# ---- mem_1r1w_masked_32x64_arb_flat ----
## src/rtl/mem_1r1w_masked_32x64_arb_pkg.sv

```systemverilog
// Shared geometry, FSM state type and helpers for the 32x64 masked-memory arbiter.
package mem_arb_pkg;

    localparam int DEPTH  = 32;
    localparam int ADDR_W = 5;
    localparam int DATA_W = 64;
    localparam int MASK_W = 8;

    typedef enum logic [1:0] {
        IDLE,
        CLEAR,
        RUN
    } state_t;

    typedef logic [ADDR_W-1:0] addr_t;

    // Widens a byte-enable mask into a per-bit data mask.
    function automatic logic [DATA_W-1:0] expand_mask(input logic [MASK_W-1:0] m);
        logic [DATA_W-1:0] res;
        res = '0;
        for (int i = 0; i < MASK_W; i++) begin
            res[8*i +: 8] = {8{m[i]}};
        end
        return res;
    endfunction

endpackage

```

## src/rtl/mem_1r1w_masked_32x64_arb_if.sv

```systemverilog
// Client request/response and memory-port bundle for the arbiter; slave = arbiter side.
interface mem_1r1w_masked_32x64_arb_if;
    import mem_arb_pkg::*;

    logic              rd0_valid;
    logic              rd1_valid;
    addr_t             rd0_addr;
    addr_t             rd1_addr;
    logic              rd0_ready;
    logic              rd1_ready;
    logic              rd0_rvalid;
    logic              rd1_rvalid;
    logic [DATA_W-1:0] rd_rdata;

    logic              wr0_valid;
    logic              wr1_valid;
    addr_t             wr0_addr;
    addr_t             wr1_addr;
    logic [DATA_W-1:0] wr0_data;
    logic [DATA_W-1:0] wr1_data;
    logic [MASK_W-1:0] wr0_mask;
    logic [MASK_W-1:0] wr1_mask;
    logic              wr0_ready;
    logic              wr1_ready;

    logic              init_done;

    addr_t             R0_addr;
    logic              R0_en;
    logic [DATA_W-1:0] R0_data;
    addr_t             W0_addr;
    logic              W0_en;
    logic [DATA_W-1:0] W0_data;
    logic [MASK_W-1:0] W0_mask;

    modport slave (
        input  rd0_valid, rd1_valid, rd0_addr, rd1_addr,
        output rd0_ready, rd1_ready, rd0_rvalid, rd1_rvalid, rd_rdata,
        input  wr0_valid, wr1_valid, wr0_addr, wr1_addr,
        input  wr0_data, wr1_data, wr0_mask, wr1_mask,
        output wr0_ready, wr1_ready,
        output init_done,
        output R0_addr, R0_en,
        input  R0_data,
        output W0_addr, W0_en, W0_data, W0_mask
    );

    modport master (
        output rd0_valid, rd1_valid, rd0_addr, rd1_addr,
        input  rd0_ready, rd1_ready, rd0_rvalid, rd1_rvalid, rd_rdata,
        output wr0_valid, wr1_valid, wr0_addr, wr1_addr,
        output wr0_data, wr1_data, wr0_mask, wr1_mask,
        input  wr0_ready, wr1_ready,
        input  init_done,
        input  R0_addr, R0_en,
        output R0_data,
        input  W0_addr, W0_en, W0_data, W0_mask
    );

endinterface

```

## src/rtl/mem_1r1w_masked_32x64_arb_rr_arb2.sv

```systemverilog
// Two-requester round-robin arbiter; the pointer moves past the winner only when advance is set.
module rr_arb2 (
    input  logic       clk,
    input  logic       rst_n,
    input  logic [1:0] valid,
    input  logic       advance,
    output logic [1:0] grant
);

    logic ptr;

    always_comb begin
        grant = valid;
        if (valid == 2'b11) begin
            grant = ptr ? 2'b10 : 2'b01;
        end
    end

    // Caller only raises advance when some grant is live, so grant[1] identifies the winner.
    always_ff @(posedge clk or negedge rst_n) begin
        if (!rst_n) begin
            ptr <= 1'b0;
        end else if (advance) begin
            ptr <= ~grant[1];
        end
    end

endmodule

```

## src/rtl/mem_1r1w_masked_32x64_arb.sv

```systemverilog
// Round-robin read/write arbiter and power-on clear sequencer for a 32x64 masked 1R1W memory.
// Optional feature: define MEM_ARB_BYPASS_EN to forward colliding write bytes instead of stalling the read.
module mem_1r1w_masked_32x64_arb
    import mem_arb_pkg::*;
(
    input  logic                                 clk,
    input  logic                                 rst_n,
    mem_1r1w_masked_32x64_arb_if.slave           bus
);

    state_t            state;
    state_t            state_next;
    addr_t             cnt;
    logic              run;

    logic [1:0]        rd_grant;
    logic [1:0]        wr_grant;
    logic              rd_any;
    logic              wr_any;
    logic              rd_sel;
    logic              wr_sel;
    addr_t             rd_addr;
    addr_t             wr_addr;
    logic [DATA_W-1:0] wr_data;
    logic [MASK_W-1:0] wr_mask;
    logic              collide;
    logic              rd_fire;
    logic              wr_fire;

    logic              rsp_valid;
    logic              rsp_id;

    always_ff @(posedge clk or negedge rst_n) begin
        if (!rst_n) begin
            state <= IDLE;
            cnt   <= '0;
        end else begin
            state <= state_next;
            if (state == CLEAR) begin
                cnt <= cnt + 1'b1;
            end
        end
    end

    always_comb begin
        state_next = state;
        case (state)
            IDLE:    state_next = CLEAR;
            CLEAR:   if (cnt == addr_t'(DEPTH - 1)) state_next = RUN;
            RUN:     state_next = RUN;
            default: state_next = IDLE;
        endcase
    end

    assign run = (state == RUN);

    rr_arb2 u_rd_arb (
        .clk     (clk),
        .rst_n   (rst_n),
        .valid   ({bus.rd1_valid, bus.rd0_valid}),
        .advance (rd_fire),
        .grant   (rd_grant)
    );

    rr_arb2 u_wr_arb (
        .clk     (clk),
        .rst_n   (rst_n),
        .valid   ({bus.wr1_valid, bus.wr0_valid}),
        .advance (wr_fire),
        .grant   (wr_grant)
    );

    assign rd_any  = |rd_grant;
    assign wr_any  = |wr_grant;
    assign rd_sel  = rd_grant[1];
    assign wr_sel  = wr_grant[1];
    assign rd_addr = rd_sel ? bus.rd1_addr : bus.rd0_addr;
    assign wr_addr = wr_sel ? bus.wr1_addr : bus.wr0_addr;
    assign wr_data = wr_sel ? bus.wr1_data : bus.wr0_data;
    assign wr_mask = wr_sel ? bus.wr1_mask : bus.wr0_mask;
    assign collide = run & rd_any & wr_any & (rd_addr == wr_addr);

    // The macro's read-during-write result is undefined, so a colliding read is either patched or held off.
`ifdef MEM_ARB_BYPASS_EN
    assign rd_fire = run & rd_any;
`else
    assign rd_fire = run & rd_any & ~collide;
`endif
    assign wr_fire = run & wr_any;

    assign bus.rd0_ready = rd_fire & ~rd_sel;
    assign bus.rd1_ready = rd_fire & rd_sel;
    assign bus.wr0_ready = wr_fire & ~wr_sel;
    assign bus.wr1_ready = wr_fire & wr_sel;
    assign bus.init_done = run;

    assign bus.R0_en   = rd_fire;
    assign bus.R0_addr = rd_fire ? rd_addr : '0;

    always_comb begin
        bus.W0_en   = 1'b0;
        bus.W0_addr = '0;
        bus.W0_data = '0;
        bus.W0_mask = '0;
        case (state)
            CLEAR: begin
                bus.W0_en   = 1'b1;
                bus.W0_addr = cnt;
                bus.W0_mask = '1;
            end
            RUN: begin
                if (wr_fire) begin
                    bus.W0_en   = 1'b1;
                    bus.W0_addr = wr_addr;
                    bus.W0_data = wr_data;
                    bus.W0_mask = wr_mask;
                end
            end
            default: ;
        endcase
    end

    always_ff @(posedge clk or negedge rst_n) begin
        if (!rst_n) begin
            rsp_valid <= 1'b0;
            rsp_id    <= 1'b0;
        end else begin
            rsp_valid <= rd_fire;
            if (rd_fire) begin
                rsp_id <= rd_sel;
            end
        end
    end

    assign bus.rd0_rvalid = rsp_valid & ~rsp_id;
    assign bus.rd1_rvalid = rsp_valid & rsp_id;

`ifdef MEM_ARB_BYPASS_EN
    logic [DATA_W-1:0] byp_data;
    logic [MASK_W-1:0] byp_mask;

    // A zero mask on non-colliding reads makes the merge transparent.
    always_ff @(posedge clk or negedge rst_n) begin
        if (!rst_n) begin
            byp_data <= '0;
            byp_mask <= '0;
        end else if (rd_fire) begin
            byp_data <= wr_data;
            byp_mask <= collide ? wr_mask : '0;
        end
    end

    assign bus.rd_rdata = (bus.R0_data & ~expand_mask(byp_mask)) |
                          (byp_data & expand_mask(byp_mask));
`else
    assign bus.rd_rdata = bus.R0_data;
`endif

endmodule
```

## src/flat_wrapper.sv

```systemverilog
// flat-port wrapper written by rule: the top's interface ports become plain ports
module mem_1r1w_masked_32x64_arb_flat import mem_arb_pkg::*;
  (clk, rst_n, bus_rd0_valid, bus_rd1_valid, bus_rd0_addr, bus_rd1_addr, bus_rd0_ready, bus_rd1_ready, bus_rd0_rvalid, bus_rd1_rvalid, bus_rd_rdata, bus_wr0_valid, bus_wr1_valid, bus_wr0_addr, bus_wr1_addr, bus_wr0_data, bus_wr1_data, bus_wr0_mask, bus_wr1_mask, bus_wr0_ready, bus_wr1_ready, bus_init_done, bus_R0_addr, bus_R0_en, bus_R0_data, bus_W0_addr, bus_W0_en, bus_W0_data, bus_W0_mask);
  mem_1r1w_masked_32x64_arb_if bus_i ();
  input  logic clk;
  input  logic rst_n;
  input wire logic [$bits(bus_i.rd0_valid)-1:0] bus_rd0_valid;
  input wire logic [$bits(bus_i.rd1_valid)-1:0] bus_rd1_valid;
  input wire logic [$bits(bus_i.rd0_addr)-1:0] bus_rd0_addr;
  input wire logic [$bits(bus_i.rd1_addr)-1:0] bus_rd1_addr;
  output wire logic [$bits(bus_i.rd0_ready)-1:0] bus_rd0_ready;
  output wire logic [$bits(bus_i.rd1_ready)-1:0] bus_rd1_ready;
  output wire logic [$bits(bus_i.rd0_rvalid)-1:0] bus_rd0_rvalid;
  output wire logic [$bits(bus_i.rd1_rvalid)-1:0] bus_rd1_rvalid;
  output wire logic [$bits(bus_i.rd_rdata)-1:0] bus_rd_rdata;
  input wire logic [$bits(bus_i.wr0_valid)-1:0] bus_wr0_valid;
  input wire logic [$bits(bus_i.wr1_valid)-1:0] bus_wr1_valid;
  input wire logic [$bits(bus_i.wr0_addr)-1:0] bus_wr0_addr;
  input wire logic [$bits(bus_i.wr1_addr)-1:0] bus_wr1_addr;
  input wire logic [$bits(bus_i.wr0_data)-1:0] bus_wr0_data;
  input wire logic [$bits(bus_i.wr1_data)-1:0] bus_wr1_data;
  input wire logic [$bits(bus_i.wr0_mask)-1:0] bus_wr0_mask;
  input wire logic [$bits(bus_i.wr1_mask)-1:0] bus_wr1_mask;
  output wire logic [$bits(bus_i.wr0_ready)-1:0] bus_wr0_ready;
  output wire logic [$bits(bus_i.wr1_ready)-1:0] bus_wr1_ready;
  output wire logic [$bits(bus_i.init_done)-1:0] bus_init_done;
  output wire logic [$bits(bus_i.R0_addr)-1:0] bus_R0_addr;
  output wire logic [$bits(bus_i.R0_en)-1:0] bus_R0_en;
  input wire logic [$bits(bus_i.R0_data)-1:0] bus_R0_data;
  output wire logic [$bits(bus_i.W0_addr)-1:0] bus_W0_addr;
  output wire logic [$bits(bus_i.W0_en)-1:0] bus_W0_en;
  output wire logic [$bits(bus_i.W0_data)-1:0] bus_W0_data;
  output wire logic [$bits(bus_i.W0_mask)-1:0] bus_W0_mask;
  assign bus_i.rd0_valid = bus_rd0_valid;
  assign bus_i.rd1_valid = bus_rd1_valid;
  assign bus_i.rd0_addr = bus_rd0_addr;
  assign bus_i.rd1_addr = bus_rd1_addr;
  assign bus_rd0_ready = bus_i.rd0_ready;
  assign bus_rd1_ready = bus_i.rd1_ready;
  assign bus_rd0_rvalid = bus_i.rd0_rvalid;
  assign bus_rd1_rvalid = bus_i.rd1_rvalid;
  assign bus_rd_rdata = bus_i.rd_rdata;
  assign bus_i.wr0_valid = bus_wr0_valid;
  assign bus_i.wr1_valid = bus_wr1_valid;
  assign bus_i.wr0_addr = bus_wr0_addr;
  assign bus_i.wr1_addr = bus_wr1_addr;
  assign bus_i.wr0_data = bus_wr0_data;
  assign bus_i.wr1_data = bus_wr1_data;
  assign bus_i.wr0_mask = bus_wr0_mask;
  assign bus_i.wr1_mask = bus_wr1_mask;
  assign bus_wr0_ready = bus_i.wr0_ready;
  assign bus_wr1_ready = bus_i.wr1_ready;
  assign bus_init_done = bus_i.init_done;
  assign bus_R0_addr = bus_i.R0_addr;
  assign bus_R0_en = bus_i.R0_en;
  assign bus_i.R0_data = bus_R0_data;
  assign bus_W0_addr = bus_i.W0_addr;
  assign bus_W0_en = bus_i.W0_en;
  assign bus_W0_data = bus_i.W0_data;
  assign bus_W0_mask = bus_i.W0_mask;
  mem_1r1w_masked_32x64_arb u_core (.clk(clk), .rst_n(rst_n), .bus(bus_i));
endmodule
```

## config.mk

```make
export PLATFORM = sky130hd
export DESIGN_NAME = mem_1r1w_masked_32x64_arb_flat
export DESIGN_NICKNAME = d
export VERILOG_FILES = /design/src/rtl/mem_1r1w_masked_32x64_arb_pkg.sv /design/src/rtl/mem_1r1w_masked_32x64_arb_if.sv /design/src/rtl/mem_1r1w_masked_32x64_arb_rr_arb2.sv /design/src/rtl/mem_1r1w_masked_32x64_arb.sv /design/src/flat_wrapper.sv
export SDC_FILE = /design/constraint.sdc
export NUM_CORES = 1
export LEC_CHECK = 0
export CORE_AREA = 2 2 151 153
export CTS_CLUSTER_DIAMETER = 80
export DETAILED_ROUTE_END_ITERATION = 10
export DIE_AREA = 0 0 153 155
export SYNTH_ARGS = -nofsm -noshare
export SYNTH_HDL_FRONTEND = slang
export SYNTH_SLANG_ARGS = --single-unit
```

## constraint.sdc

```tcl
create_clock -name clk -period 4.5 [get_ports clk]
set_clock_uncertainty 0.15 [all_clocks]
set_input_delay 0.9 -clock clk [delete_from_list [all_inputs] [get_ports clk]]
set_output_delay 0.9 -clock clk [all_outputs]
set_load 0.05 [all_outputs]
```

==> mem_1r1w_masked_32x64_arb_flat/met4.png <==
Drawn at 2 px/µm.
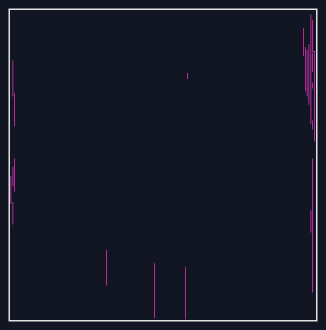
share of all routed wire: 3.8%
main direction: vertical
nets with wire on the layer: 21
wire length on this layer: 456 µm
longest straight run: 66.6 µm

==> flow_summary_export.csv <==
group,metric,value,unit
layout,num-multi-input-gates,168,
outcome,status,"complete, no violations",
power,ir_worst_vdd,0.0001074,V
yosys,synthSimpleGateAreaFrac,13.37,%
layout,comb_area,1333,µm²
power,pwr-share-seq,9.0,%
drt,drtAntennaViolNets,0,
sta,setup_viol,0,
worst_hold_path,hold_path_class,"reg -> reg",
yosys,yosys_cells,271,
global_route,gr-max-usage-layer,"met2",
yosys,yosys_warnings,0,
sta,period_needed,4.137,ns
yosys,synth_flop_count,11,
worst_setup_path,critPathTopFamily,"buffers and inverters",

# ---- reg_file_2r1w ----
[config.mk]
export PLATFORM = sky130hd
export DESIGN_NAME = reg_file_2r1w
export DESIGN_NICKNAME = d
export VERILOG_FILES = /design/src/rtl/reg_file_2r1w.sv
export SDC_FILE = /design/constraint.sdc
export NUM_CORES = 1
export LEC_CHECK = 0
export ABC_CLOCK_PERIOD_IN_PS = 8300
export CORE_MARGIN = 5
export CORE_UTILIZATION = 25
export DETAILED_ROUTE_END_ITERATION = 7
export SKIP_CTS_REPAIR_TIMING = 1
export SLEW_MARGIN = 20
export SYNTH_ARGS = -nofsm -noshare
export SYNTH_HDL_FRONTEND = slang
export SYNTH_SLANG_ARGS = --single-unit
[constraint.sdc]
create_clock -name clk -period 8.3 [get_ports clk]
set_clock_uncertainty 0.2 [all_clocks]
set_input_delay 1.66 -clock clk [delete_from_list [all_inputs] [get_ports clk]]
set_output_delay 1.66 -clock clk [all_outputs]
set_load 0.005 [all_outputs]
[src/rtl/reg_file_2r1w.sv]
// reg_file_2r1w: NREGS x DATA_W 2-read/1-write register file with a clear sequencer after reset.
// Define REG_FILE_BYPASS_EN to forward wd into a read port addressing the register written in the same edge.
module reg_file_2r1w #(
    parameter int DATA_W = 16,
    parameter int ADDR_W = 4
) (
    input  logic              clk,
    input  logic              rst,
    input  logic [ADDR_W-1:0] rn1,
    input  logic [ADDR_W-1:0] rn2,
    input  logic              re,
    input  logic              we,
    input  logic [ADDR_W-1:0] wn,
    input  logic [DATA_W-1:0] wd,
    output logic [DATA_W-1:0] rd1,
    output logic [DATA_W-1:0] rd2,
    output logic              rdy
);
    localparam int NREGS = 2**ADDR_W;
    localparam logic [0:0] CLEAR = 1'b0;
    localparam logic [0:0] READY = 1'b1;

    logic [DATA_W-1:0] mem_q [NREGS];
    logic [0:0]        state_q, state_d;
    logic [ADDR_W-1:0] cnt_q, cnt_d;
    logic [DATA_W-1:0] rd1_q, rd1_d, rd2_q, rd2_d, rdata1, rdata2;
    logic              last, clearing, rd_en;

    assign last     = cnt_q == ADDR_W'(NREGS - 1);
    assign clearing = state_q == CLEAR;
    assign rd_en    = !clearing && re;

`ifdef REG_FILE_BYPASS_EN
    assign rdata1 = (we && wn == rn1) ? wd : mem_q[rn1];
    assign rdata2 = (we && wn == rn2) ? wd : mem_q[rn2];
`else
    assign rdata1 = mem_q[rn1];
    assign rdata2 = mem_q[rn2];
`endif

    // The counter parks on the last register once READY so it never wraps.
    always_comb begin
        state_d = rst ? CLEAR : (clearing && last) ? READY : state_q;
        cnt_d   = rst ? '0 : (clearing && !last) ? cnt_q + 1'b1 : cnt_q;
        rd1_d   = rst ? '0 : rd_en ? rdata1 : rd1_q;
        rd2_d   = rst ? '0 : rd_en ? rdata2 : rd2_q;
    end

    always_ff @(posedge clk) begin
        state_q <= state_d;
        cnt_q   <= cnt_d;
        rd1_q   <= rd1_d;
        rd2_q   <= rd2_d;
    end

    always_ff @(posedge clk) begin
        if (!rst) begin
            if (clearing) mem_q[cnt_q] <= '0;
            else if (we) mem_q[wn] <= wd;
        end
    end

    assign rd1 = rd1_q;
    assign rd2 = rd2_q;
    assign rdy = state_q == READY;
endmodule

==> reg_file_2r1w/clock_map.png <==
Drawn at 2 px/µm.
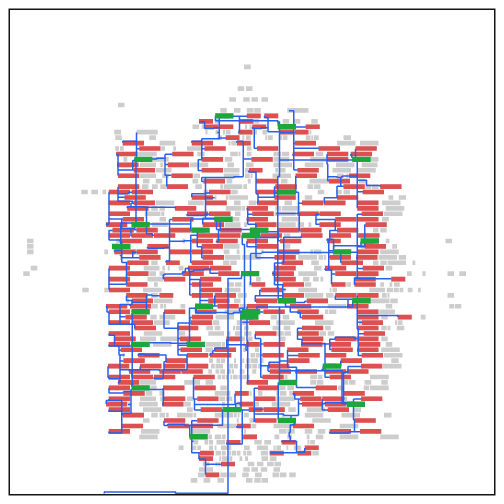
[clock wires] blue | length: 3350 µm
[cells driving clock nets] green | count: 29
[flip-flops] red | count: 293
routed clock nets: 30
Clock Latency Late Sink: 0.54 ns
Clock power frac: 41.6%
P_clk: 1.27 mW

==> flow_summary_export.csv <==
group,metric,value,unit
global_route,overflow,0,
layout,post_route_cells_drive_above_1_share,16.85,%
layout,buffer_area_share,4.492,%
layout,largest_reg_flops,256,
worst_setup_path,critPathMaxStageDelay,0.99,ns
sta,tightest_slew,1.112,ns
power,power.density,194.6,nW/µm²
yosys,yosys_warnings,0,
sta,whs,0.2908,ns
worst_setup_path,required,8.25,ns
die,fp_util,25.10,%
global_route,grt_use_met1,16.30,%
cts,clock_sinks,293,
worst_setup_path,crit_fanout,26,
die,floorplan.tapcells,696,
yosys,synth_flop_count,293,
outcome,status,"complete, no violations",
yosys,synth_area_per_cell,17.70,µm²
==> reg_file_2r1w/pdn.png <==
Drawn at 2 px/µm. Pins as bars on the die edge.
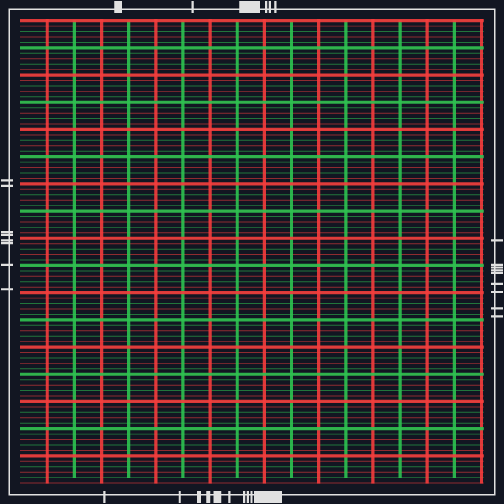
| net | colour |
|---|---|
| VSS | red |
| VDD | green |
met5 straps: 17
met1 rails: 86
DIE HEIGHT: 242.0 µm
die width: 242.0 µm
Max VDD drop: 0.0001692 V


# ---- inv_cipher_iter ----
### config.mk
export PLATFORM = sky130hd
export DESIGN_NAME = inv_cipher_iter
export DESIGN_NICKNAME = d
export VERILOG_FILES = /design/src/rtl/aes_pkg.sv /design/src/rtl/inv_mix_columns.sv /design/src/rtl/inv_cipher_iter.sv
export SDC_FILE = /design/constraint.sdc
export NUM_CORES = 2
export LEC_CHECK = 0
export CAP_MARGIN = 20
export CORE_AREA = 2 2 647 649
export CTS_CLUSTER_DIAMETER = 200
export DETAILED_ROUTE_END_ITERATION = 8
export DIE_AREA = 0 0 649 651
export PLACE_DENSITY = 0.41
export SLEW_MARGIN = 5
export SYNTH_ARGS = -nofsm -noshare
export SYNTH_HDL_FRONTEND = slang
export SYNTH_SLANG_ARGS = --single-unit
### constraint.sdc
create_clock -name clk -period 9.05 [get_ports clk]
set_clock_uncertainty 0.1 [all_clocks]
set_input_delay 1.81 -clock clk [delete_from_list [all_inputs] [get_ports clk]]
set_output_delay 1.81 -clock clk [all_outputs]
set_load 0.005 [all_outputs]
### src/rtl/aes_pkg.sv
// Shared AES definitions for the inverse cipher: FSM encoding, the inverse S-box
// and the GF(2^8) multipliers used by InvMixColumns.
package aes_pkg;

  typedef enum logic [2:0] {
    S_IDLE  = 3'd0,
    S_INIT  = 3'd1,
    S_ROUND = 3'd2,
    S_FINAL = 3'd3,
    S_DONE  = 3'd4
  } fsm_e;

  localparam logic [7:0] INV_SBOX [256] = '{
    8'h52, 8'h09, 8'h6a, 8'hd5, 8'h30, 8'h36, 8'ha5, 8'h38, 8'hbf, 8'h40, 8'ha3, 8'h9e, 8'h81, 8'hf3, 8'hd7, 8'hfb,
    8'h7c, 8'he3, 8'h39, 8'h82, 8'h9b, 8'h2f, 8'hff, 8'h87, 8'h34, 8'h8e, 8'h43, 8'h44, 8'hc4, 8'hde, 8'he9, 8'hcb,
    8'h54, 8'h7b, 8'h94, 8'h32, 8'ha6, 8'hc2, 8'h23, 8'h3d, 8'hee, 8'h4c, 8'h95, 8'h0b, 8'h42, 8'hfa, 8'hc3, 8'h4e,
    8'h08, 8'h2e, 8'ha1, 8'h66, 8'h28, 8'hd9, 8'h24, 8'hb2, 8'h76, 8'h5b, 8'ha2, 8'h49, 8'h6d, 8'h8b, 8'hd1, 8'h25,
    8'h72, 8'hf8, 8'hf6, 8'h64, 8'h86, 8'h68, 8'h98, 8'h16, 8'hd4, 8'ha4, 8'h5c, 8'hcc, 8'h5d, 8'h65, 8'hb6, 8'h92,
    8'h6c, 8'h70, 8'h48, 8'h50, 8'hfd, 8'hed, 8'hb9, 8'hda, 8'h5e, 8'h15, 8'h46, 8'h57, 8'ha7, 8'h8d, 8'h9d, 8'h84,
    8'h90, 8'hd8, 8'hab, 8'h00, 8'h8c, 8'hbc, 8'hd3, 8'h0a, 8'hf7, 8'he4, 8'h58, 8'h05, 8'hb8, 8'hb3, 8'h45, 8'h06,
    8'hd0, 8'h2c, 8'h1e, 8'h8f, 8'hca, 8'h3f, 8'h0f, 8'h02, 8'hc1, 8'haf, 8'hbd, 8'h03, 8'h01, 8'h13, 8'h8a, 8'h6b,
    8'h3a, 8'h91, 8'h11, 8'h41, 8'h4f, 8'h67, 8'hdc, 8'hea, 8'h97, 8'hf2, 8'hcf, 8'hce, 8'hf0, 8'hb4, 8'he6, 8'h73,
    8'h96, 8'hac, 8'h74, 8'h22, 8'he7, 8'had, 8'h35, 8'h85, 8'he2, 8'hf9, 8'h37, 8'he8, 8'h1c, 8'h75, 8'hdf, 8'h6e,
    8'h47, 8'hf1, 8'h1a, 8'h71, 8'h1d, 8'h29, 8'hc5, 8'h89, 8'h6f, 8'hb7, 8'h62, 8'h0e, 8'haa, 8'h18, 8'hbe, 8'h1b,
    8'hfc, 8'h56, 8'h3e, 8'h4b, 8'hc6, 8'hd2, 8'h79, 8'h20, 8'h9a, 8'hdb, 8'hc0, 8'hfe, 8'h78, 8'hcd, 8'h5a, 8'hf4,
    8'h1f, 8'hdd, 8'ha8, 8'h33, 8'h88, 8'h07, 8'hc7, 8'h31, 8'hb1, 8'h12, 8'h10, 8'h59, 8'h27, 8'h80, 8'hec, 8'h5f,
    8'h60, 8'h51, 8'h7f, 8'ha9, 8'h19, 8'hb5, 8'h4a, 8'h0d, 8'h2d, 8'he5, 8'h7a, 8'h9f, 8'h93, 8'hc9, 8'h9c, 8'hef,
    8'ha0, 8'he0, 8'h3b, 8'h4d, 8'hae, 8'h2a, 8'hf5, 8'hb0, 8'hc8, 8'heb, 8'hbb, 8'h3c, 8'h83, 8'h53, 8'h99, 8'h61,
    8'h17, 8'h2b, 8'h04, 8'h7e, 8'hba, 8'h77, 8'hd6, 8'h26, 8'he1, 8'h69, 8'h14, 8'h63, 8'h55, 8'h21, 8'h0c, 8'h7d
  };

  function automatic logic [7:0] inv_sbox(input logic [7:0] b);
    return INV_SBOX[b];
  endfunction

  function automatic logic [7:0] xtime(input logic [7:0] b);
    return {b[6:0], 1'b0} ^ (b[7] ? 8'h1b : 8'h00);
  endfunction

  function automatic logic [7:0] gmul9(input logic [7:0] b);
    return xtime(xtime(xtime(b))) ^ b;
  endfunction

  function automatic logic [7:0] gmul11(input logic [7:0] b);
    return xtime(xtime(xtime(b))) ^ xtime(b) ^ b;
  endfunction

  function automatic logic [7:0] gmul13(input logic [7:0] b);
    return xtime(xtime(xtime(b))) ^ xtime(xtime(b)) ^ b;
  endfunction

  function automatic logic [7:0] gmul14(input logic [7:0] b);
    return xtime(xtime(xtime(b))) ^ xtime(xtime(b)) ^ xtime(b);
  endfunction

endpackage

### src/rtl/inv_mix_columns.sv
// Combinational InvMixColumns over a 128-bit state; byte 0 sits in [127:120],
// columns are four consecutive bytes.
module inv_mix_columns
  import aes_pkg::*;
(
  input  logic [127:0] din,
  output logic [127:0] dout
);

  for (genvar c = 0; c < 4; c++) begin : g_col
    logic [7:0] a0, a1, a2, a3;

    assign a0 = din[127 - 32*c -: 8];
    assign a1 = din[119 - 32*c -: 8];
    assign a2 = din[111 - 32*c -: 8];
    assign a3 = din[103 - 32*c -: 8];

    assign dout[127 - 32*c -: 8] = gmul14(a0) ^ gmul11(a1) ^ gmul13(a2) ^ gmul9(a3);
    assign dout[119 - 32*c -: 8] = gmul9(a0)  ^ gmul14(a1) ^ gmul11(a2) ^ gmul13(a3);
    assign dout[111 - 32*c -: 8] = gmul13(a0) ^ gmul9(a1)  ^ gmul14(a2) ^ gmul11(a3);
    assign dout[103 - 32*c -: 8] = gmul11(a0) ^ gmul13(a1) ^ gmul9(a2)  ^ gmul14(a3);
  end

endmodule

### src/rtl/inv_cipher_iter.sv
// Iterative AES inverse cipher: one decryption round per clock over a single
// shared round datapath; the final round bypasses InvMixColumns.
module inv_cipher_iter
  import aes_pkg::*;
#(
  parameter int Nr = 10,
  parameter int Nk = 4
) (
  input  logic                  clk,
  input  logic                  rst_n,
  input  logic                  in_valid,
  output logic                  in_ready,
  input  logic [127:0]          state,
  input  logic [128*(Nr+1)-1:0] w,
  output logic                  out_valid,
  input  logic                  out_ready,
  output logic [127:0]          Decrypted_Msg,
  output logic                  busy,
  output logic [2:0]            dbg_state
);

  localparam int RW = $clog2(Nr + 1);
  localparam logic [RW-1:0] RND_FIRST = RW'(Nr - 1);
  localparam logic [RW-1:0] RND_ONE   = RW'(1);

  if (!((Nr == 10 && Nk == 4) || (Nr == 12 && Nk == 6) || (Nr == 14 && Nk == 8))) begin : g_bad_cfg
    $error("inv_cipher_iter: unsupported Nr/Nk combination");
  end

  // InvShiftRows: row r rotates right by r, so output column c takes input column c-r.
  function automatic logic [127:0] inv_shift_rows(input logic [127:0] s);
    logic [127:0] res;
    res = '0;
    for (int c = 0; c < 4; c++) begin
      for (int r = 0; r < 4; r++) begin
        res[127 - 8*(r + 4*c) -: 8] = s[127 - 8*(r + 4*((c - r + 4) % 4)) -: 8];
      end
    end
    return res;
  endfunction

  function automatic logic [127:0] inv_sub_bytes(input logic [127:0] s);
    logic [127:0] res;
    res = '0;
    for (int k = 0; k < 16; k++) begin
      res[127 - 8*k -: 8] = inv_sbox(s[127 - 8*k -: 8]);
    end
    return res;
  endfunction

  fsm_e          fsm, fsm_nxt;
  logic [RW-1:0] rnd, rnd_nxt;
  logic [127:0]  st, st_nxt;

  logic [127:0]  rk_arr [Nr+1];
  logic [127:0]  rk;
  logic [127:0]  ark;
  logic [127:0]  imc;
  logic [127:0]  round_out;

  for (genvar i = 0; i <= Nr; i++) begin : g_rk
    assign rk_arr[i] = w[i*128 +: 128];
  end

  assign rk  = rk_arr[rnd];
  assign ark = inv_sub_bytes(inv_shift_rows(st)) ^ rk;

  inv_mix_columns u_imc (
    .din  (ark),
    .dout (imc)
  );

  assign round_out = (fsm == S_FINAL) ? ark : imc;

  // Handshakes: a transfer happens on a rising edge where valid and ready are both
  // high. in_ready is high only in IDLE; out_valid is high only in DONE, and the
  // result holds there, unchanged, until out_ready completes the transfer.
  always_comb begin
    fsm_nxt   = fsm;
    rnd_nxt   = rnd;
    st_nxt    = st;
    in_ready  = 1'b0;
    out_valid = 1'b0;
    case (fsm)
      S_IDLE: begin
        in_ready = 1'b1;
        if (in_valid) begin
          st_nxt  = state ^ rk_arr[Nr];
          rnd_nxt = RND_FIRST;
          fsm_nxt = S_ROUND;
        end
      end
      S_INIT: fsm_nxt = S_ROUND;
      S_ROUND: begin
        st_nxt  = round_out;
        rnd_nxt = rnd - RND_ONE;
        if (rnd == RND_ONE) fsm_nxt = S_FINAL;
      end
      S_FINAL: begin
        st_nxt  = round_out;
        fsm_nxt = S_DONE;
      end
      S_DONE: begin
        out_valid = 1'b1;
        if (out_ready) fsm_nxt = S_IDLE;
      end
      default: fsm_nxt = S_IDLE;
    endcase
  end

  always_ff @(posedge clk or negedge rst_n) begin
    if (!rst_n) begin
      fsm <= S_IDLE;
      rnd <= '0;
      st  <= '0;
    end else begin
      fsm <= fsm_nxt;
      rnd <= rnd_nxt;
      st  <= st_nxt;
    end
  end

  assign Decrypted_Msg = st;
  assign busy          = (fsm != S_IDLE);
  assign dbg_state     = fsm;

endmodule

==> inv_cipher_iter/density.png <==
The die is cut into 32 by 33 equal tiles; white is low, dark blue is high, 0 to 100% covered.
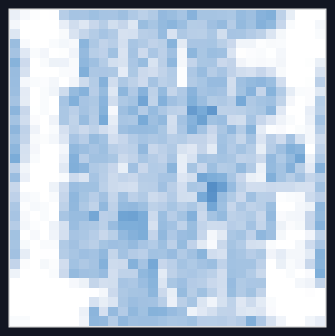
emptiest ninth of the die: south-west
mean over tiles: 24%
fullest tile: 62%
nearly empty tiles: 16%
Placeable Area: 415400 µm²
initial cell density of the core: 20.51%
fin util: 25.99%

==> inv_cipher_iter/met4.png <==
Drawn at 1 px/µm.
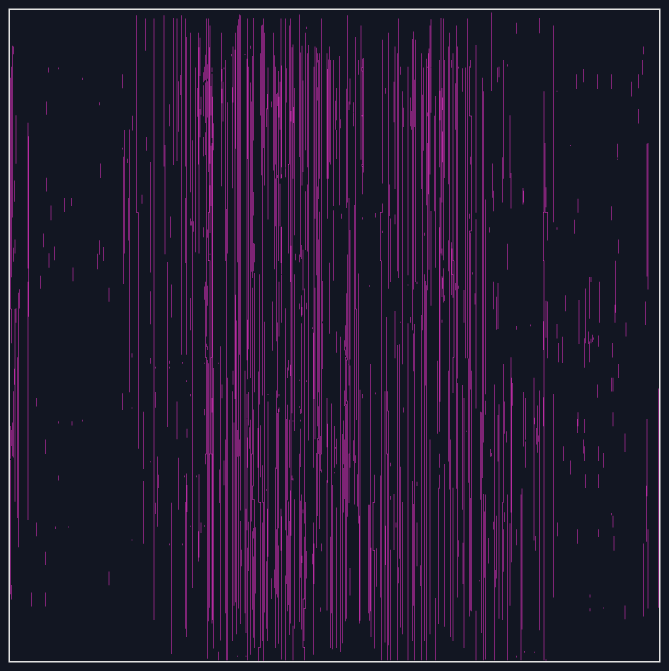
nets with wire on the layer: 615
longest straight run: 601 µm
main direction: vertical
wire length on this layer: 65.8 mm
share of all routed wire: 8.4%

==> flow_summary_export.csv <==
group,metric,value,unit
yosys,yosys.area_share.xor_xnor,13.49,%
layout,largest_reg_flops,128,
run,warnings,315,
global_route,met3_usage,10.57,%
layout,nets,13770,
layout,diodes,280,
cts,clk_path_buf_depth,2,
yosys,yosys-top-cells-count,"o21ai_0 (742), nand2_1 (718), a21oi_1 (709)",
yosys,synthSimpleGateAreaFrac,19.07,%
drt,met3_length,85780,µm
placed_design,gp_congestion,1.041,
sta,tightest_slew,1.300,ns
layout,seq_share,3.268,%
yosys,ys_sh_mux,18.13,%
yosys,top_logic_kind,"AND-OR/OR-AND gates",
layout,clkbuf_count,19,
yosys,synth_top_cell_by_count,"o21ai_0",
global_route,grt_use_met1,44.46,%
yosys,async_flop_share,100.0,%
layout,clock_area_share,0.5539,%
worst_setup_path,worstPathArrival,7.57,ns
sta,hold_viol_final,0,
yosys,flop_cell,"dfrtp_1",
layout,fin_cells,17690,
yosys,synth.cell_area,85200,µm²
outcome,status,"complete, no violations",
layout,layout.cells.most_common,"clkdlybuf4s50_1",

# ---- cfg_access_arbiter_flat ----
==> cfg_access_arbiter_flat/clock_map.png <==
Drawn at 4 px/µm.
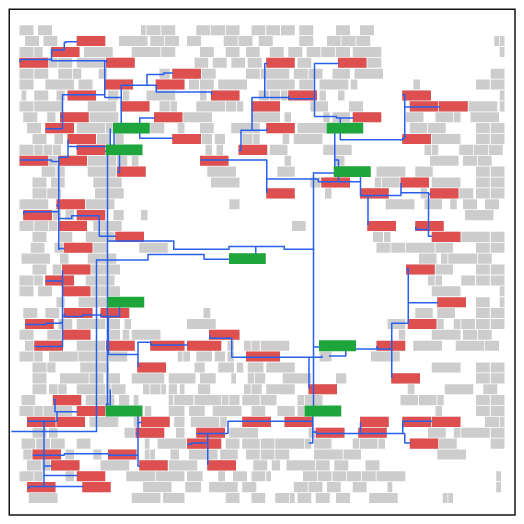
`src/rtl/cfg_access_arbiter_if.sv`:
```
// cfg_access_arbiter_if: requester and config-space (CS) Avalon-MM bus bundle
// Names keep their _i/_o suffix as seen from the arbiter.
// The slave modport is the arbiter's view; master is the requesters plus the CS slave.
interface cfg_access_arbiter_if #(
    parameter int NUM_REQ    = 2,
    parameter int ADDR_WIDTH = 14,
    parameter int DATA_WIDTH = 32,
    parameter int RESP_WIDTH = 2
);
    logic [NUM_REQ-1:0]            req_read_i;
    logic [NUM_REQ-1:0]            req_write_i;
    logic [NUM_REQ*ADDR_WIDTH-1:0] req_address_i;
    logic [NUM_REQ*DATA_WIDTH-1:0] req_writedata_i;
    logic [NUM_REQ-1:0]            req_waitrequest_o;
    logic [NUM_REQ-1:0]            req_readdatavalid_o;
    logic [NUM_REQ-1:0]            req_writerespvalid_o;
    logic [DATA_WIDTH-1:0]         req_readdata_o;
    logic [RESP_WIDTH-1:0]         req_resp_o;
    logic                          cs_read_o;
    logic                          cs_write_o;
    logic [ADDR_WIDTH-1:0]         cs_address_o;
    logic [DATA_WIDTH-1:0]         cs_writedata_o;
    logic                          cs_waitrequest_i;
    logic                          cs_readdatavalid_i;
    logic                          cs_writerespvalid_i;
    logic [DATA_WIDTH-1:0]         cs_readdata_i;
    logic [RESP_WIDTH-1:0]         cs_resp_i;

    modport slave (
        input  req_read_i, req_write_i, req_address_i, req_writedata_i,
        input  cs_waitrequest_i, cs_readdatavalid_i, cs_writerespvalid_i, cs_readdata_i, cs_resp_i,
        output req_waitrequest_o, req_readdatavalid_o, req_writerespvalid_o, req_readdata_o, req_resp_o,
        output cs_read_o, cs_write_o, cs_address_o, cs_writedata_o
    );

    modport master (
        output req_read_i, req_write_i, req_address_i, req_writedata_i,
        output cs_waitrequest_i, cs_readdatavalid_i, cs_writerespvalid_i, cs_readdata_i, cs_resp_i,
        input  req_waitrequest_o, req_readdatavalid_o, req_writerespvalid_o, req_readdata_o, req_resp_o,
        input  cs_read_o, cs_write_o, cs_address_o, cs_writedata_o
    );
endinterface

```
`src/rtl/cfg_access_arbiter.sv`:
```
// cfg_access_arbiter: round-robin sharing of the config-space Avalon-MM slave, one transaction in flight
// Optional response timeout is enabled by defining CFG_ARB_TIMEOUT_EN.
module cfg_access_arbiter #(
    parameter int                    NUM_REQ     = 2,
    parameter int                    ADDR_WIDTH  = 14,
    parameter int                    DATA_WIDTH  = 32,
    parameter int                    RESP_WIDTH  = 2,
    parameter logic [RESP_WIDTH-1:0] SLAVE_ERROR = 2'b10,
    parameter int unsigned           TIMEOUT_CYC = 5000000
) (
    input  logic                       clk_i,
    input  logic                       rst_i,
    cfg_access_arbiter_if.slave        bus,
    output logic                       busy_o,
    output logic [$clog2(NUM_REQ)-1:0] grant_o,
    output logic [15:0]                timeout_cnt_o
);
    localparam int GW = $clog2(NUM_REQ);

    typedef enum logic [1:0] {IDLE, ISSUE, WAIT_RSP} state_t;

    state_t                r_state, w_next;
    logic [GW-1:0]         r_ptr, r_grant, w_pick;
    logic                  w_any, w_hit, w_to, w_done, r_is_rd;
    logic [NUM_REQ-1:0]    w_pend, w_onehot, r_rdv, r_wrv;
    logic [ADDR_WIDTH-1:0] r_addr;
    logic [DATA_WIDTH-1:0] r_wdata, r_rdata;
    logic [RESP_WIDTH-1:0] r_resp;

    assign w_pend   = bus.req_read_i | bus.req_write_i;
    assign w_onehot = NUM_REQ'(1) << r_grant;
    assign w_hit    = (r_state == WAIT_RSP) && (r_is_rd ? bus.cs_readdatavalid_i : bus.cs_writerespvalid_i);
    assign w_done   = w_hit | w_to;

`ifdef CFG_ARB_TIMEOUT_EN
    logic [31:0] r_wait_cnt;
    logic [15:0] r_to_cnt;

    // A response in the limit cycle wins over the timeout
    assign w_to = (r_state == WAIT_RSP) && !w_hit && (r_wait_cnt == 32'(TIMEOUT_CYC - 1));
    assign timeout_cnt_o = r_to_cnt;

    // WAIT_RSP cycle counter (zero on entry) and saturating timeout tally
    always_ff @(posedge clk_i) begin
        if (rst_i) begin
            r_wait_cnt <= '0;
            r_to_cnt   <= '0;
        end else begin
            r_wait_cnt <= (r_state == WAIT_RSP) ? r_wait_cnt + 32'd1 : '0;
            r_to_cnt   <= (w_to && r_to_cnt != 16'hFFFF) ? r_to_cnt + 16'd1 : r_to_cnt;
        end
    end
`else
    logic w_unused;

    assign w_to          = 1'b0;
    assign timeout_cnt_o = '0;
    assign w_unused      = ^TIMEOUT_CYC;
`endif

    // Round robin: first pending master at or after the pointer (lowest offset wins)
    always_comb begin
        w_any  = 1'b0;
        w_pick = r_ptr;
        for (int k = NUM_REQ - 1; k >= 0; k--) begin
            if (w_pend[GW'((int'(r_ptr) + k) % NUM_REQ)]) begin
                w_any  = 1'b1;
                w_pick = GW'((int'(r_ptr) + k) % NUM_REQ);
            end
        end
    end

    // State register
    always_ff @(posedge clk_i) begin
        r_state <= rst_i ? IDLE : w_next;
    end

    // Next-state logic
    always_comb begin
        w_next = r_state;
        case (r_state)
            IDLE:     w_next = w_any ? ISSUE : IDLE;
            ISSUE:    w_next = bus.cs_waitrequest_i ? ISSUE : WAIT_RSP;
            WAIT_RSP: w_next = w_done ? IDLE : WAIT_RSP;
            default:  w_next = IDLE;
        endcase
    end

    // Command and handshake outputs; only the granted master can see waitrequest low
    always_comb begin
        busy_o                = r_state != IDLE;
        bus.cs_read_o         = (r_state == ISSUE) && r_is_rd;
        bus.cs_write_o        = (r_state == ISSUE) && !r_is_rd;
        bus.req_waitrequest_o = (r_state == ISSUE && !bus.cs_waitrequest_i) ? ~w_onehot : '1;
    end

    // Grant capture and registered response routing; response fields read zero between pulses
    always_ff @(posedge clk_i) begin
        if (rst_i) begin
            r_ptr   <= '0;
            r_grant <= '0;
            r_is_rd <= 1'b0;
            r_addr  <= '0;
            r_wdata <= '0;
            r_rdv   <= '0;
            r_wrv   <= '0;
            r_rdata <= '0;
            r_resp  <= '0;
        end else begin
            if (r_state == IDLE && w_any) begin
                r_grant <= w_pick;
                r_ptr   <= (w_pick == GW'(NUM_REQ - 1)) ? '0 : w_pick + 1'b1;
                r_is_rd <= bus.req_read_i[w_pick];
                r_addr  <= bus.req_address_i[w_pick*ADDR_WIDTH +: ADDR_WIDTH];
                r_wdata <= bus.req_writedata_i[w_pick*DATA_WIDTH +: DATA_WIDTH];
            end
            r_rdv   <= (w_done && r_is_rd) ? w_onehot : '0;
            r_wrv   <= (w_done && !r_is_rd) ? w_onehot : '0;
            r_rdata <= w_hit ? bus.cs_readdata_i : (w_to ? '1 : '0);
            r_resp  <= w_hit ? bus.cs_resp_i : (w_to ? SLAVE_ERROR : '0);
        end
    end

    assign grant_o                  = r_grant;
    assign bus.cs_address_o         = r_addr;
    assign bus.cs_writedata_o       = r_wdata;
    assign bus.req_readdatavalid_o  = r_rdv;
    assign bus.req_writerespvalid_o = r_wrv;
    assign bus.req_readdata_o       = r_rdata;
    assign bus.req_resp_o           = r_resp;
endmodule

```
`src/flat_wrapper.sv`:
```
// flat-port wrapper written by rule: the top's interface ports become plain ports
module cfg_access_arbiter_flat 
#(
    parameter int                    NUM_REQ     = 2,
    parameter int                    ADDR_WIDTH  = 14,
    parameter int                    DATA_WIDTH  = 32,
    parameter int                    RESP_WIDTH  = 2,
    parameter logic [RESP_WIDTH-1:0] SLAVE_ERROR = 2'b10,
    parameter int unsigned           TIMEOUT_CYC = 5000000
)
  (clk_i, rst_i, busy_o, grant_o, timeout_cnt_o, bus_req_read_i, bus_req_write_i, bus_req_address_i, bus_req_writedata_i, bus_cs_waitrequest_i, bus_cs_readdatavalid_i, bus_cs_writerespvalid_i, bus_cs_readdata_i, bus_cs_resp_i, bus_req_waitrequest_o, bus_req_readdatavalid_o, bus_req_writerespvalid_o, bus_req_readdata_o, bus_req_resp_o, bus_cs_read_o, bus_cs_write_o, bus_cs_address_o, bus_cs_writedata_o);
  cfg_access_arbiter_if #(.NUM_REQ(NUM_REQ), .ADDR_WIDTH(ADDR_WIDTH), .DATA_WIDTH(DATA_WIDTH), .RESP_WIDTH(RESP_WIDTH)) bus_i ();
  input  logic clk_i;
  input  logic rst_i;
  output logic busy_o;
  output logic [$clog2(NUM_REQ)-1:0] grant_o;
  output logic [15:0] timeout_cnt_o;
  input wire logic [$bits(bus_i.req_read_i)-1:0] bus_req_read_i;
  input wire logic [$bits(bus_i.req_write_i)-1:0] bus_req_write_i;
  input wire logic [$bits(bus_i.req_address_i)-1:0] bus_req_address_i;
  input wire logic [$bits(bus_i.req_writedata_i)-1:0] bus_req_writedata_i;
  input wire logic [$bits(bus_i.cs_waitrequest_i)-1:0] bus_cs_waitrequest_i;
  input wire logic [$bits(bus_i.cs_readdatavalid_i)-1:0] bus_cs_readdatavalid_i;
  input wire logic [$bits(bus_i.cs_writerespvalid_i)-1:0] bus_cs_writerespvalid_i;
  input wire logic [$bits(bus_i.cs_readdata_i)-1:0] bus_cs_readdata_i;
  input wire logic [$bits(bus_i.cs_resp_i)-1:0] bus_cs_resp_i;
  output wire logic [$bits(bus_i.req_waitrequest_o)-1:0] bus_req_waitrequest_o;
  output wire logic [$bits(bus_i.req_readdatavalid_o)-1:0] bus_req_readdatavalid_o;
  output wire logic [$bits(bus_i.req_writerespvalid_o)-1:0] bus_req_writerespvalid_o;
  output wire logic [$bits(bus_i.req_readdata_o)-1:0] bus_req_readdata_o;
  output wire logic [$bits(bus_i.req_resp_o)-1:0] bus_req_resp_o;
  output wire logic [$bits(bus_i.cs_read_o)-1:0] bus_cs_read_o;
  output wire logic [$bits(bus_i.cs_write_o)-1:0] bus_cs_write_o;
  output wire logic [$bits(bus_i.cs_address_o)-1:0] bus_cs_address_o;
  output wire logic [$bits(bus_i.cs_writedata_o)-1:0] bus_cs_writedata_o;
  assign bus_i.req_read_i = bus_req_read_i;
  assign bus_i.req_write_i = bus_req_write_i;
  assign bus_i.req_address_i = bus_req_address_i;
  assign bus_i.req_writedata_i = bus_req_writedata_i;
  assign bus_i.cs_waitrequest_i = bus_cs_waitrequest_i;
  assign bus_i.cs_readdatavalid_i = bus_cs_readdatavalid_i;
  assign bus_i.cs_writerespvalid_i = bus_cs_writerespvalid_i;
  assign bus_i.cs_readdata_i = bus_cs_readdata_i;
  assign bus_i.cs_resp_i = bus_cs_resp_i;
  assign bus_req_waitrequest_o = bus_i.req_waitrequest_o;
  assign bus_req_readdatavalid_o = bus_i.req_readdatavalid_o;
  assign bus_req_writerespvalid_o = bus_i.req_writerespvalid_o;
  assign bus_req_readdata_o = bus_i.req_readdata_o;
  assign bus_req_resp_o = bus_i.req_resp_o;
  assign bus_cs_read_o = bus_i.cs_read_o;
  assign bus_cs_write_o = bus_i.cs_write_o;
  assign bus_cs_address_o = bus_i.cs_address_o;
  assign bus_cs_writedata_o = bus_i.cs_writedata_o;
  cfg_access_arbiter #(.NUM_REQ(NUM_REQ), .ADDR_WIDTH(ADDR_WIDTH), .DATA_WIDTH(DATA_WIDTH), .RESP_WIDTH(RESP_WIDTH), .SLAVE_ERROR(SLAVE_ERROR), .TIMEOUT_CYC(TIMEOUT_CYC)) u_core (.clk_i(clk_i), .rst_i(rst_i), .bus(bus_i), .busy_o(busy_o), .grant_o(grant_o), .timeout_cnt_o(timeout_cnt_o));
endmodule
```
`config.mk`:
```
export PLATFORM = sky130hd
export DESIGN_NAME = cfg_access_arbiter_flat
export DESIGN_NICKNAME = d
export VERILOG_FILES = /design/src/rtl/cfg_access_arbiter_if.sv /design/src/rtl/cfg_access_arbiter.sv /design/src/flat_wrapper.sv
export SDC_FILE = /design/constraint.sdc
export NUM_CORES = 1
export LEC_CHECK = 0
export CAP_MARGIN = 20
export CORE_MARGIN = 2
export CORE_UTILIZATION = 25
export CTS_CLUSTER_SIZE = 16
export DETAILED_ROUTE_END_ITERATION = 8
export PLACE_DENSITY_LB_ADDON = 0.3
export SYNTH_ARGS = -nofsm -noshare
export SYNTH_HDL_FRONTEND = slang
export SYNTH_SLANG_ARGS = --single-unit
```
`constraint.sdc`:
```
create_clock -name clk_i -period 1.4 [get_ports clk_i]
set_input_delay 0.28 -clock clk_i [delete_from_list [all_inputs] [get_ports clk_i]]
set_output_delay 0.28 -clock clk_i [all_outputs]
set_load 0.05 [all_outputs]
```
==> flow_summary_export.csv <==
group,metric,value,unit
outcome,status,"finished, violations left",
outcome,failed_checks,"negative setup slack",
layout,areaGrowthSynthToFinish,98.56,%
placed_design,gp_congestion,0.7213,
sta,setup_viol,4,
layout,most-common-layout-cells,"clkdlybuf4s50_1 (131), buf_12 (94), dfxtp_1 (84)",
yosys,yosys.area_share.xor_xnor,0,%
sta,whs,0.4097,ns
worst_setup_path,path_cells,"nor3b_4 -> buf_6 -> nand2_2 -> buf_6",
layout,seq_share,24.30,%
yosys,ys_types,28,
power,power_leader,"registers",
placed_design,place_ws,-0.2469,ns
drt,vias,3357,
power,ir_worst_vdd,0.0005384,V
worst_setup_path,startpoint,"u_core.r_state[0]$_SDFF_PP0_",
die,floorplan.tapcells,184,
sta,setup_ws,-0.1123,ns
global_route,gr-max-usage-layer,"met2",
yosys,area_leaders,"dfxtp_1 (48%), mux2i_1 (13%), a211oi_2 (10%), a21oi_1 (6.7%), and2_1 (5.7%)",
yosys,yosys_cells,347,
Notes on cfg_access_arbiter_flat/clock_map.png above:
[cells driving clock nets] green | count: 9
[clock wires] blue | length: 1180 µm
[flip-flops] red | count: 89
routed clock nets: 10
Clock power frac: 27.5%
clk_skew: 0.005282 ns
P_clk: 2.23 mW


# ---- seq_word_serializer ----
==> seq_word_serializer/pdn.png <==
Drawn at 6 px/µm. Pins as bars on the die edge.
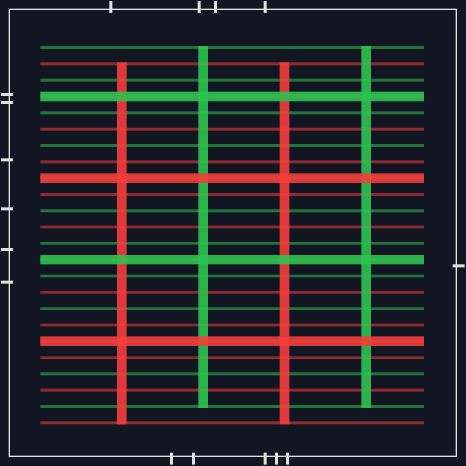
File: config.mk
export PLATFORM = sky130hd
export DESIGN_NAME = seq_word_serializer
export DESIGN_NICKNAME = d
export VERILOG_FILES = /design/src/rtl/seq_word_serializer.sv
export SDC_FILE = /design/constraint.sdc
export NUM_CORES = 1
export LEC_CHECK = 0
export CAP_MARGIN = 40
export CELL_PAD_IN_SITES_DETAIL_PLACEMENT = 0
export CELL_PAD_IN_SITES_GLOBAL_PLACEMENT = 1
export CORE_MARGIN = 5
export CORE_UTILIZATION = 23
export DETAILED_ROUTE_END_ITERATION = 8
export GPL_ROUTABILITY_DRIVEN = 0
export PLACE_DENSITY = 0.51
export SYNTH_ARGS = -nofsm -noshare
export SYNTH_HDL_FRONTEND = slang
export SYNTH_SLANG_ARGS = --single-unit
File: constraint.sdc
create_clock -name clk -period 4.2 [get_ports clk]
set_input_delay 0.63 -clock clk [delete_from_list [all_inputs] [get_ports clk]]
set_output_delay 0.63 -clock clk [all_outputs]
set_load 0.01 [all_outputs]
File: src/rtl/seq_word_serializer.sv
// Parallel-to-serial front end: one-word holding buffer feeding a shift register,
// streaming back-to-back words onto x with no idle cycle between them.
module seq_word_serializer #(
  parameter int W         = 8,
  parameter bit MSB_FIRST = 1'b1
) (
  input  logic         clk,
  input  logic         rst_n,
  input  logic [W-1:0] din,
  input  logic         din_valid,
  output logic         din_ready,
  output logic         x,
  output logic         x_valid,
  output logic         word_done,
  output logic         busy
);

  localparam int CW = $clog2(W);
  localparam logic [CW-1:0] LAST = CW'(W - 1);

  typedef enum logic {
    IDLE  = 1'b0,
    SHIFT = 1'b1
  } state_t;

  state_t         state, state_nxt;
  logic [W-1:0]   buf_word, buf_word_nxt;
  logic           buf_full, buf_full_nxt;
  logic [W-1:0]   sh, sh_nxt;
  logic [CW-1:0]  cnt, cnt_nxt;
  logic           accept;
  logic           load;

  always_ff @(posedge clk or negedge rst_n) begin
    if (!rst_n) begin
      state    <= IDLE;
      buf_word <= '0;
      buf_full <= 1'b0;
      sh       <= '0;
      cnt      <= '0;
    end else begin
      state    <= state_nxt;
      buf_word <= buf_word_nxt;
      buf_full <= buf_full_nxt;
      sh       <= sh_nxt;
      cnt      <= cnt_nxt;
    end
  end

  always_comb begin
    state_nxt    = state;
    buf_word_nxt = buf_word;
    buf_full_nxt = buf_full;
    sh_nxt       = sh;
    cnt_nxt      = cnt;
    accept       = din_valid && !buf_full;
    load         = 1'b0;

    case (state)
      IDLE: begin
        if (buf_full) begin
          load      = 1'b1;
          state_nxt = SHIFT;
        end
      end
      SHIFT: begin
        if (cnt != LAST) begin
          sh_nxt  = MSB_FIRST ? {sh[W-2:0], 1'b0} : {1'b0, sh[W-1:1]};
          cnt_nxt = cnt + CW'(1);
        end else if (buf_full) begin
          load = 1'b1;
        end else begin
          state_nxt = IDLE;
          sh_nxt    = '0;
          cnt_nxt   = '0;
        end
      end
      default: state_nxt = IDLE;
    endcase

    // Load needs a full buffer and accept needs an empty one, so they never collide.
    if (load) begin
      sh_nxt       = buf_word;
      cnt_nxt      = '0;
      buf_full_nxt = 1'b0;
    end
    if (accept) begin
      buf_word_nxt = din;
      buf_full_nxt = 1'b1;
    end
  end

  assign din_ready = !buf_full;
  assign x_valid   = (state == SHIFT);
  assign x         = x_valid && (MSB_FIRST ? sh[W-1] : sh[0]);
  assign word_done = (state == SHIFT) && (cnt == LAST);
  assign busy      = (state == SHIFT) || buf_full;

endmodule

==> flow_summary_export.csv <==
group,metric,value,unit
outcome,status,"complete, no violations",
layout,sh_comb_area,31.85,%
placed_design,place_ws,1.839,ns
worst_setup_path,reg2reg_depth,5,
layout,flop_area,525.5,µm²
die,coreArea,4000,µm²
sta,tightest_slew,0.7470,ns
power,power_leader,"registers",
power,ir_worst_vdd,0.0002555,V
sta,period_needed,2.626,ns
worst_setup_path,critPathTopFamily,"buffers and inverters",
drt,drtAntennaViolNets,0,
worst_hold_path,hold_path_class,"reg -> reg",
cts,clk_path_buf_depth,2,
yosys,yosys_warnings,0,
layout,num-multi-input-gates,49,
global_route,grt_use_met2,11.02,%
die,die_area,5514,µm²
yosys,flop_cell,"dfrtp_1",
Notes on seq_word_serializer/pdn.png above:
| net | colour |
|---|---|
| VSS | red |
| VDD | green |
met4 straps: 4
met1 rails: 24
met5 straps: 4
signal pins: 16
rows: 23



## Gallery

Placement density heat map.
shot_01.png
Drawn at 2 px/µm. The die is cut into 15 by 16 equal tiles; white is low, dark blue is high, 0 to 100% covered.
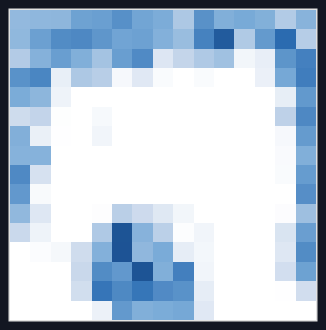
shot_02.png
Drawn at 2 px/µm. The die is cut into 13 by 13 equal tiles; white is low, dark blue is high, 0 to 100% covered.
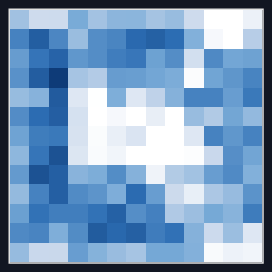
shot_03.png
Drawn at 4 px/µm. The die is cut into 7 by 7 equal tiles; white is low, dark blue is high, 0 to 100% covered.
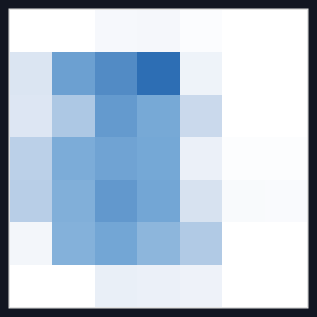
shot_04.png
Drawn at 1 px/µm. The die is cut into 24 by 24 equal tiles; white is low, dark blue is high, 0 to 100% covered.
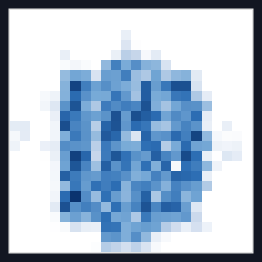
For reg_file_2r1w, see shot_04.png.
For cfg_access_arbiter_flat, see shot_02.png.
For seq_word_serializer, see shot_03.png.
For mem_1r1w_masked_32x64_arb_flat, see shot_01.png.
The one with the smallest die is shot_03.png.
The one with the highest utilization is shot_02.png.

Key to shot_04.png:
nearly empty tiles: 48%
mean over tiles: 25%
fullest tile: 99%
densest ninth of the die: centre

Power and IR drop assume default switching activity.
